######## block 1 ########
Fig. 1: block 1, cell classes on the final placement
Scale: 4 px per um.
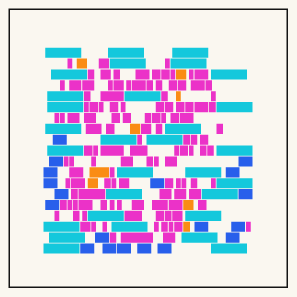

==> src/rtl/vote_collector.sv <==
// Collects one yes/no vote from each of four voters and presents the ballot to a 4-input majority voter.
// A session closes on the fourth distinct vote or after TMO collect cycles; repeat votes are rejected.
module vote_collector #(
   parameter int unsigned TMO = 100
) (
   input  logic       clk,
   input  logic       rst,
   input  logic       start,
   input  logic       vote_vld,
   input  logic [1:0] vote_id,
   input  logic       vote_val,
   output logic [3:0] ballot,
   output logic       ballot_vld,
   input  logic       ballot_rdy,
   output logic [3:0] voted,
   output logic       busy,
   output logic       dup_err,
   output logic       timeout
);

   typedef enum logic [1:0] {
      IDLE    = 2'd0,
      COLLECT = 2'd1,
      HOLD    = 2'd2
   } state_t;

   localparam logic [15:0] TMO_LAST = 16'(TMO - 32'd1);

   state_t      state_r;
   state_t      state_s;
   logic [15:0] timer_r;
   logic [15:0] timer_s;
   logic [3:0]  ballot_s;
   logic [3:0]  voted_s;
   logic        dup_s;
   logic        tmo_s;
   logic        vld_s;
   logic        busy_s;

   // Next-state and next-output logic.
   always_comb begin
      state_s  = state_r;
      timer_s  = timer_r;
      ballot_s = ballot;
      voted_s  = voted;
      dup_s    = 1'b0;
      tmo_s    = 1'b0;
      case (state_r)
         IDLE: begin
            if (start) begin
               state_s  = COLLECT;
               timer_s  = 16'd0;
               ballot_s = 4'b0000;
               voted_s  = 4'b0000;
            end else begin
               state_s = IDLE;
            end
         end
         COLLECT: begin
            timer_s = timer_r + 16'd1;
            if (vote_vld) begin
               if (voted[vote_id]) begin
                  dup_s = 1'b1;
               end else begin
                  voted_s[vote_id]  = 1'b1;
                  ballot_s[vote_id] = vote_val;
               end
            end else begin
               dup_s = 1'b0;
            end
            // Completion is checked first so a fourth vote on the last cycle is not a timeout.
            if (voted_s == 4'b1111) begin
               state_s = HOLD;
            end else if (timer_r == TMO_LAST) begin
               state_s = HOLD;
               tmo_s   = 1'b1;
            end else begin
               state_s = COLLECT;
            end
         end
         HOLD: begin
            if (ballot_rdy) begin
               state_s = IDLE;
            end else begin
               state_s = HOLD;
            end
         end
         default: begin
            state_s = IDLE;
         end
      endcase
      vld_s  = (state_s == HOLD);
      busy_s = (state_s != IDLE);
   end

   // State, timer and registered outputs.
   always_ff @(posedge clk or posedge rst) begin
      if (rst) begin
         state_r    <= IDLE;
         timer_r    <= 16'd0;
         ballot     <= 4'b0000;
         voted      <= 4'b0000;
         ballot_vld <= 1'b0;
         busy       <= 1'b0;
         dup_err    <= 1'b0;
         timeout    <= 1'b0;
      end else begin
         state_r    <= state_s;
         timer_r    <= timer_s;
         ballot     <= ballot_s;
         voted      <= voted_s;
         ballot_vld <= vld_s;
         busy       <= busy_s;
         dup_err    <= dup_s;
         timeout    <= tmo_s;
      end
   end

endmodule
==> config.mk <==
export PLATFORM = sky130hd
export DESIGN_NAME = vote_collector
export DESIGN_NICKNAME = d
export VERILOG_FILES = /design/src/rtl/vote_collector.sv
export SDC_FILE = /design/constraint.sdc
export NUM_CORES = 1
export LEC_CHECK = 0
export CAP_MARGIN = 0
export CORE_MARGIN = 8
export CORE_UTILIZATION = 55
export DETAILED_ROUTE_END_ITERATION = 10
export HOLD_SLACK_MARGIN = 0.15
export PLACE_DENSITY = 0.78
export SYNTH_ARGS = -nofsm -noshare
export SYNTH_HDL_FRONTEND = slang
export SYNTH_SLANG_ARGS = --single-unit
==> constraint.sdc <==
create_clock -name clk -period 4.5 [get_ports clk]
set_input_delay 1.35 -clock clk [delete_from_list [all_inputs] [get_ports clk]]
set_output_delay 1.35 -clock clk [all_outputs]
set_load 0.05 [all_outputs]
######## block 2 ########
File: config.mk
export PLATFORM = sky130hd
export DESIGN_NAME = pipe_hazard_unit
export DESIGN_NICKNAME = d
export VERILOG_FILES = /design/src/rtl/pipe_hazard_unit.sv
export SDC_FILE = /design/constraint.sdc
export NUM_CORES = 1
export LEC_CHECK = 0
export CAP_MARGIN = 15
export CELL_PAD_IN_SITES_DETAIL_PLACEMENT = 1
export CELL_PAD_IN_SITES_GLOBAL_PLACEMENT = 2
export CORE_MARGIN = 1
export CORE_UTILIZATION = 28
export CTS_BUF_LIST = sky130_fd_sc_hd__clkbuf_16
export DETAILED_ROUTE_END_ITERATION = 10
export GPL_ROUTABILITY_DRIVEN = 0
export PLACE_DENSITY = 0.84
export SYNTH_ARGS = -nofsm -noshare
export SYNTH_HDL_FRONTEND = slang
export SYNTH_SLANG_ARGS = --single-unit
File: constraint.sdc
create_clock -name clk -period 3.2 [get_ports clk]
set_input_delay 0.64 -clock clk [delete_from_list [all_inputs] [get_ports clk]]
set_output_delay 0.64 -clock clk [all_outputs]
set_load 0.01 [all_outputs]
File: src/rtl/pipe_hazard_unit.sv
// pipe_hazard_unit: ID-side RAW hazard detection, operand forwarding and flush squashing over an in-flight dst scoreboard.
// Define PIPE_FWD_EN for forwarding; without it every RAW match stalls until the writer retires.
module pipe_hazard_unit #(
   parameter int  REG_AW   = 4,
   parameter int  DEPTH    = 3,
   parameter int  LOAD_LAT = 1,
   localparam int FW       = $clog2(DEPTH + 1)
) (
   input  logic              clk,
   input  logic              rst_n,
   input  logic              id_valid_i,
   input  logic [REG_AW-1:0] id_src0_i,
   input  logic              id_src0_en_i,
   input  logic [REG_AW-1:0] id_src1_i,
   input  logic              id_src1_en_i,
   input  logic [REG_AW-1:0] id_dst_i,
   input  logic              id_dst_en_i,
   input  logic              id_is_load_i,
   input  logic              ex_flush_i,
   output logic              stall_o,
   output logic              pc_write_o,
   output logic              if_id_write_o,
   output logic              id_ex_bubble_o,
   output logic [FW-1:0]     fwd0_sel_o,
   output logic [FW-1:0]     fwd1_sel_o,
   output logic [15:0]       stall_cycles_o
);
   logic [DEPTH:1]    vld_q, vld_d, ld_q, ld_d, m0, m1;
   logic [REG_AW-1:0] dst_q [1:DEPTH];
   logic [REG_AW-1:0] dst_d [1:DEPTH];
   logic [15:0]       cnt_q, cnt_d;

   for (genvar k = 1; k <= DEPTH; k++) begin : g_match
      assign m0[k] = id_src0_en_i && vld_q[k] && dst_q[k] == id_src0_i && id_src0_i != '0;
      assign m1[k] = id_src1_en_i && vld_q[k] && dst_q[k] == id_src1_i && id_src1_i != '0;
   end

`ifdef PIPE_FWD_EN
   logic [FW-1:0] sel0, sel1;
   logic          lu0, lu1;
   // Scan oldest to youngest so the youngest match overwrites.
   always_comb begin
      sel0 = '0;
      sel1 = '0;
      lu0  = 1'b0;
      lu1  = 1'b0;
      for (int k = DEPTH; k >= 1; k--) begin
         if (m0[k]) begin
            sel0 = FW'(k);
            lu0  = ld_q[k] && k <= LOAD_LAT;
         end
         if (m1[k]) begin
            sel1 = FW'(k);
            lu1  = ld_q[k] && k <= LOAD_LAT;
         end
      end
   end
   assign stall_o    = id_valid_i && !ex_flush_i && (lu0 || lu1);
   assign fwd0_sel_o = (stall_o || ex_flush_i) ? '0 : sel0;
   assign fwd1_sel_o = (stall_o || ex_flush_i) ? '0 : sel1;
`else
   logic unused_ld;
   assign unused_ld  = ^ld_q;
   assign stall_o    = id_valid_i && !ex_flush_i && (|m0 || |m1);
   assign fwd0_sel_o = '0;
   assign fwd1_sel_o = '0;
`endif

   assign pc_write_o     = !stall_o;
   assign if_id_write_o  = !stall_o;
   assign id_ex_bubble_o = stall_o || ex_flush_i;
   assign stall_cycles_o = cnt_q;

   always_comb begin
      vld_d    = {vld_q[DEPTH-1:1], id_valid_i && id_dst_en_i && id_dst_i != '0 && !id_ex_bubble_o};
      ld_d     = {ld_q[DEPTH-1:1], id_is_load_i};
      dst_d[1] = id_dst_i;
      for (int k = 2; k <= DEPTH; k++) dst_d[k] = dst_q[k-1];
      cnt_d    = (stall_o && cnt_q != '1) ? cnt_q + 16'd1 : cnt_q;
   end

   always_ff @(posedge clk or negedge rst_n) begin
      if (!rst_n) begin
         vld_q <= '0;
         cnt_q <= '0;
      end else begin
         vld_q <= vld_d;
         cnt_q <= cnt_d;
      end
   end

   // Payload needs no reset: it is only looked at behind vld_q.
   always_ff @(posedge clk) begin
      ld_q  <= ld_d;
      dst_q <= dst_d;
   end
endmodule

Fig. 2: block 1, cell area per tile
Scale: 6 px per um. 7 x 7 tiles, from black (low) to pale yellow (high), 0 to 100% covered.
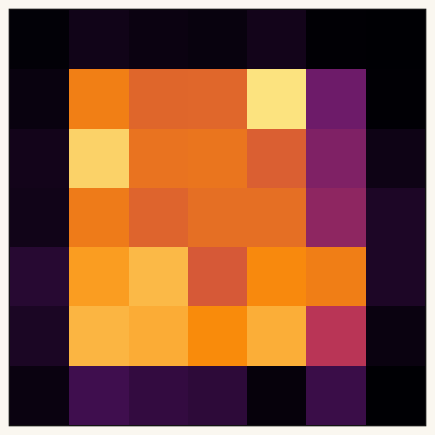
mean over tiles: 37%
fullest tile: 94%
emptiest ninth of the die: north-east
densest ninth of the die: centre
tiles over 75% full: 14%
nearly empty tiles: 12%
Core Box Area: 2710 um2
post-layout util: 0.6713
Init Core Util: 0.5734

Notes on Fig. 1 above:
legend:
  magenta:
    class: remaining logic cells
    cells: 122
    share_of_their_area: 44%
  blue:
    class: remaining buffers and delay cells
    cells: 19
    share_of_their_area: 11%
  orange:
    class: clock drivers and dummy loads
    cells: 8
    share_of_their_area: 3.4%
  cyan:
    class: registers
    cells: 30
    share_of_their_area: 42%
FP Rows: 19
Finished Cell Area: 1819 um2
flop share of the area: 0.4127

==> flow_metrics.tcl, block 1 <==
# metrics dict for downstream scripts
set metrics [dict create \
    signal_buffers 19 \
    cts.sinks 30 \
    ys_ff 30 \
    startpoint "voted[3]" \
    power_mw 1.121 \
    grt_pass1_wl_um 6182 \
    antenna_found_initial 0 \
    status "completed" \
    ys_cells 157 \
    fp.dieW_um 69.16 \
    lay_top_count "dfrtp_1" \
    grt.busiest_layer "met2" \
    comb_area_um2 757.0 \
    use_met3 0.06152 \
    cts_buffer_depth 2 \
    cts_root_buf "clkbuf_4" \
    gp_congestion 0.9394 \
    fin_skew_ns 0.01535 \
    cp.depth 1 \
    io_buffers 19 \
    slowest_delay_ns 0.84 \
    syn_area_per_cell_um2 9.898 \
    worst-r2r-cell-count 4 \
    top_area_cell "dfrtp_1" \
    synth-simple-area-share 0.2738 \
    required_ns 3.15 \
    path_cells "clkdlybuf4s50_1" \
    nonClkBufAreaFrac 0.1045 \
    slowest_stage "clkdlybuf4s50_1" \
    diodes 0 \
    post-cts-setup-buffer-count 0 \
    power_density_nw_per_um2 616.1 \
    yosys-stat-area_um2 1554 \
    p_comb_uw 497 \
    cp.arrival_ns 1.62 \
    grt_pass1_vias 1273 \
    routedWlPerCell_um 16.50 \
    synth-adder-area-share 0.008052 \
    rsz0062_at_grt "no" \
    warnings 26 \
    syn_inst 157 \
    period_minus_slack_ns 2.971 \
]
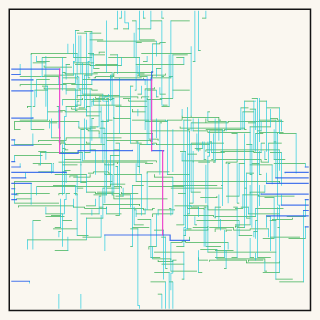
Fig. 3. Metal layers overlaid (block 2).
Scale: 4 px per um.
legend:
  cyan:
    layer: M2
    wire_length: 1,860 um
  green:
    layer: M1
    wire_length: 1,660 um
  blue:
    layer: M3
    wire_length: 186 um
  magenta:
    layer: M4
    wire_length: 59.8 um
final wirelength: 3762 um
WL/cell: 13.93 um
Tot GR Track Use: 0.1509

==> flow_metrics.tcl, block 2 <==
# metrics dict for downstream scripts
set metrics [dict create \
    syn_inst 141 \
    slowest_delay_ns 0.50 \
    chipArea_um2 5618 \
    worst_slack_ns 0.1011 \
    clkTransAtPathRegs_ns 0.05 \
    top_level_ports 44 \
    slew_headroom 0.4238 \
    fin_skew_ns 0.004592 \
    aoi_share 0.03442 \
    cts_root_buf "clkbuf_16" \
    syn_area_per_cell_um2 10.57 \
    worst-path-max-fanout 2 \
    post-cts-setup-buffer-count 3 \
    inverters 2 \
    grt.busiest_layer "met2" \
    antenna_found_initial 0 \
    fp_util 0.2918 \
    ys_cells 141 \
    cts_buffer_depth 2 \
    top_layer_used "met4" \
    vias_per_cell 4.544 \
    tightest_slew_ns 0.8616 \
    p_clk_uw 434 \
    rsz0062_at_grt "no" \
    lay_top_cells "26 x clkdlybuf4s50_1, 24 x xnor2_1, 19 x dfrtp_1" \
    hold-worst-slack_ns 0.3866 \
    fmax_ghz 0.3227 \
    slowest_stage "or4_4" \
    cts.sinks 31 \
    clk_latency_ns 0.27 \
    largestClassByArea "logic gates" \
    topCellsByArea "dfrtp_1 32%, dfxtp_1 16%, xnor2_1 14%" \
    dpl.hpwl_um 2857 \
    cts_tree "done" \
    slew_viol_final 0 \
    status "completed" \
    end_kind "output port" \
    syn_area_um2 1490 \
    grt_max_degree 20 \
    final.setup.tns_ns 0 \
    internal_power_uw 745.8 \
    required_ns 2.56 \
    sh_comb_area 0.3460 \
    signal_buffers 55 \
    use_met3 0.04284 \
    crit_end "id_ex_bubble_o" \
    ff2ff_setup_slack_ns 0.87 \
    period_minus_slack_ns 3.099 \
    met2_wirelength_um 1854 \
]

## Gallery

Pin map.
Plate I
Scale: 6 px per um. Pins as bars across the die edge, other pins in grey.
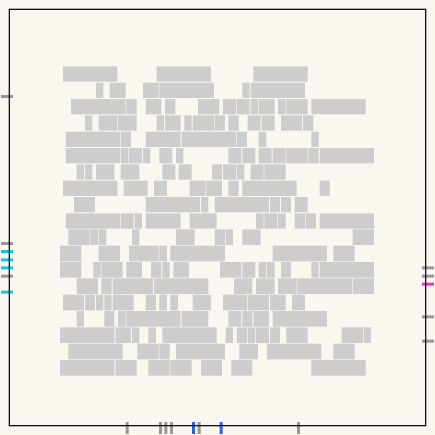
Plate II
Scale: 4 px per um. Pins as bars across the die edge, other pins in grey.
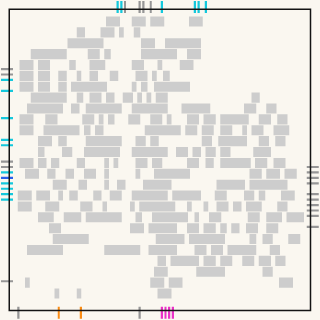
| from | picture |
|---|---|
| block 2 | Plate II |
| block 1 | Plate I |
The one with the most pins is Plate II.
The one with the largest die is Plate II.


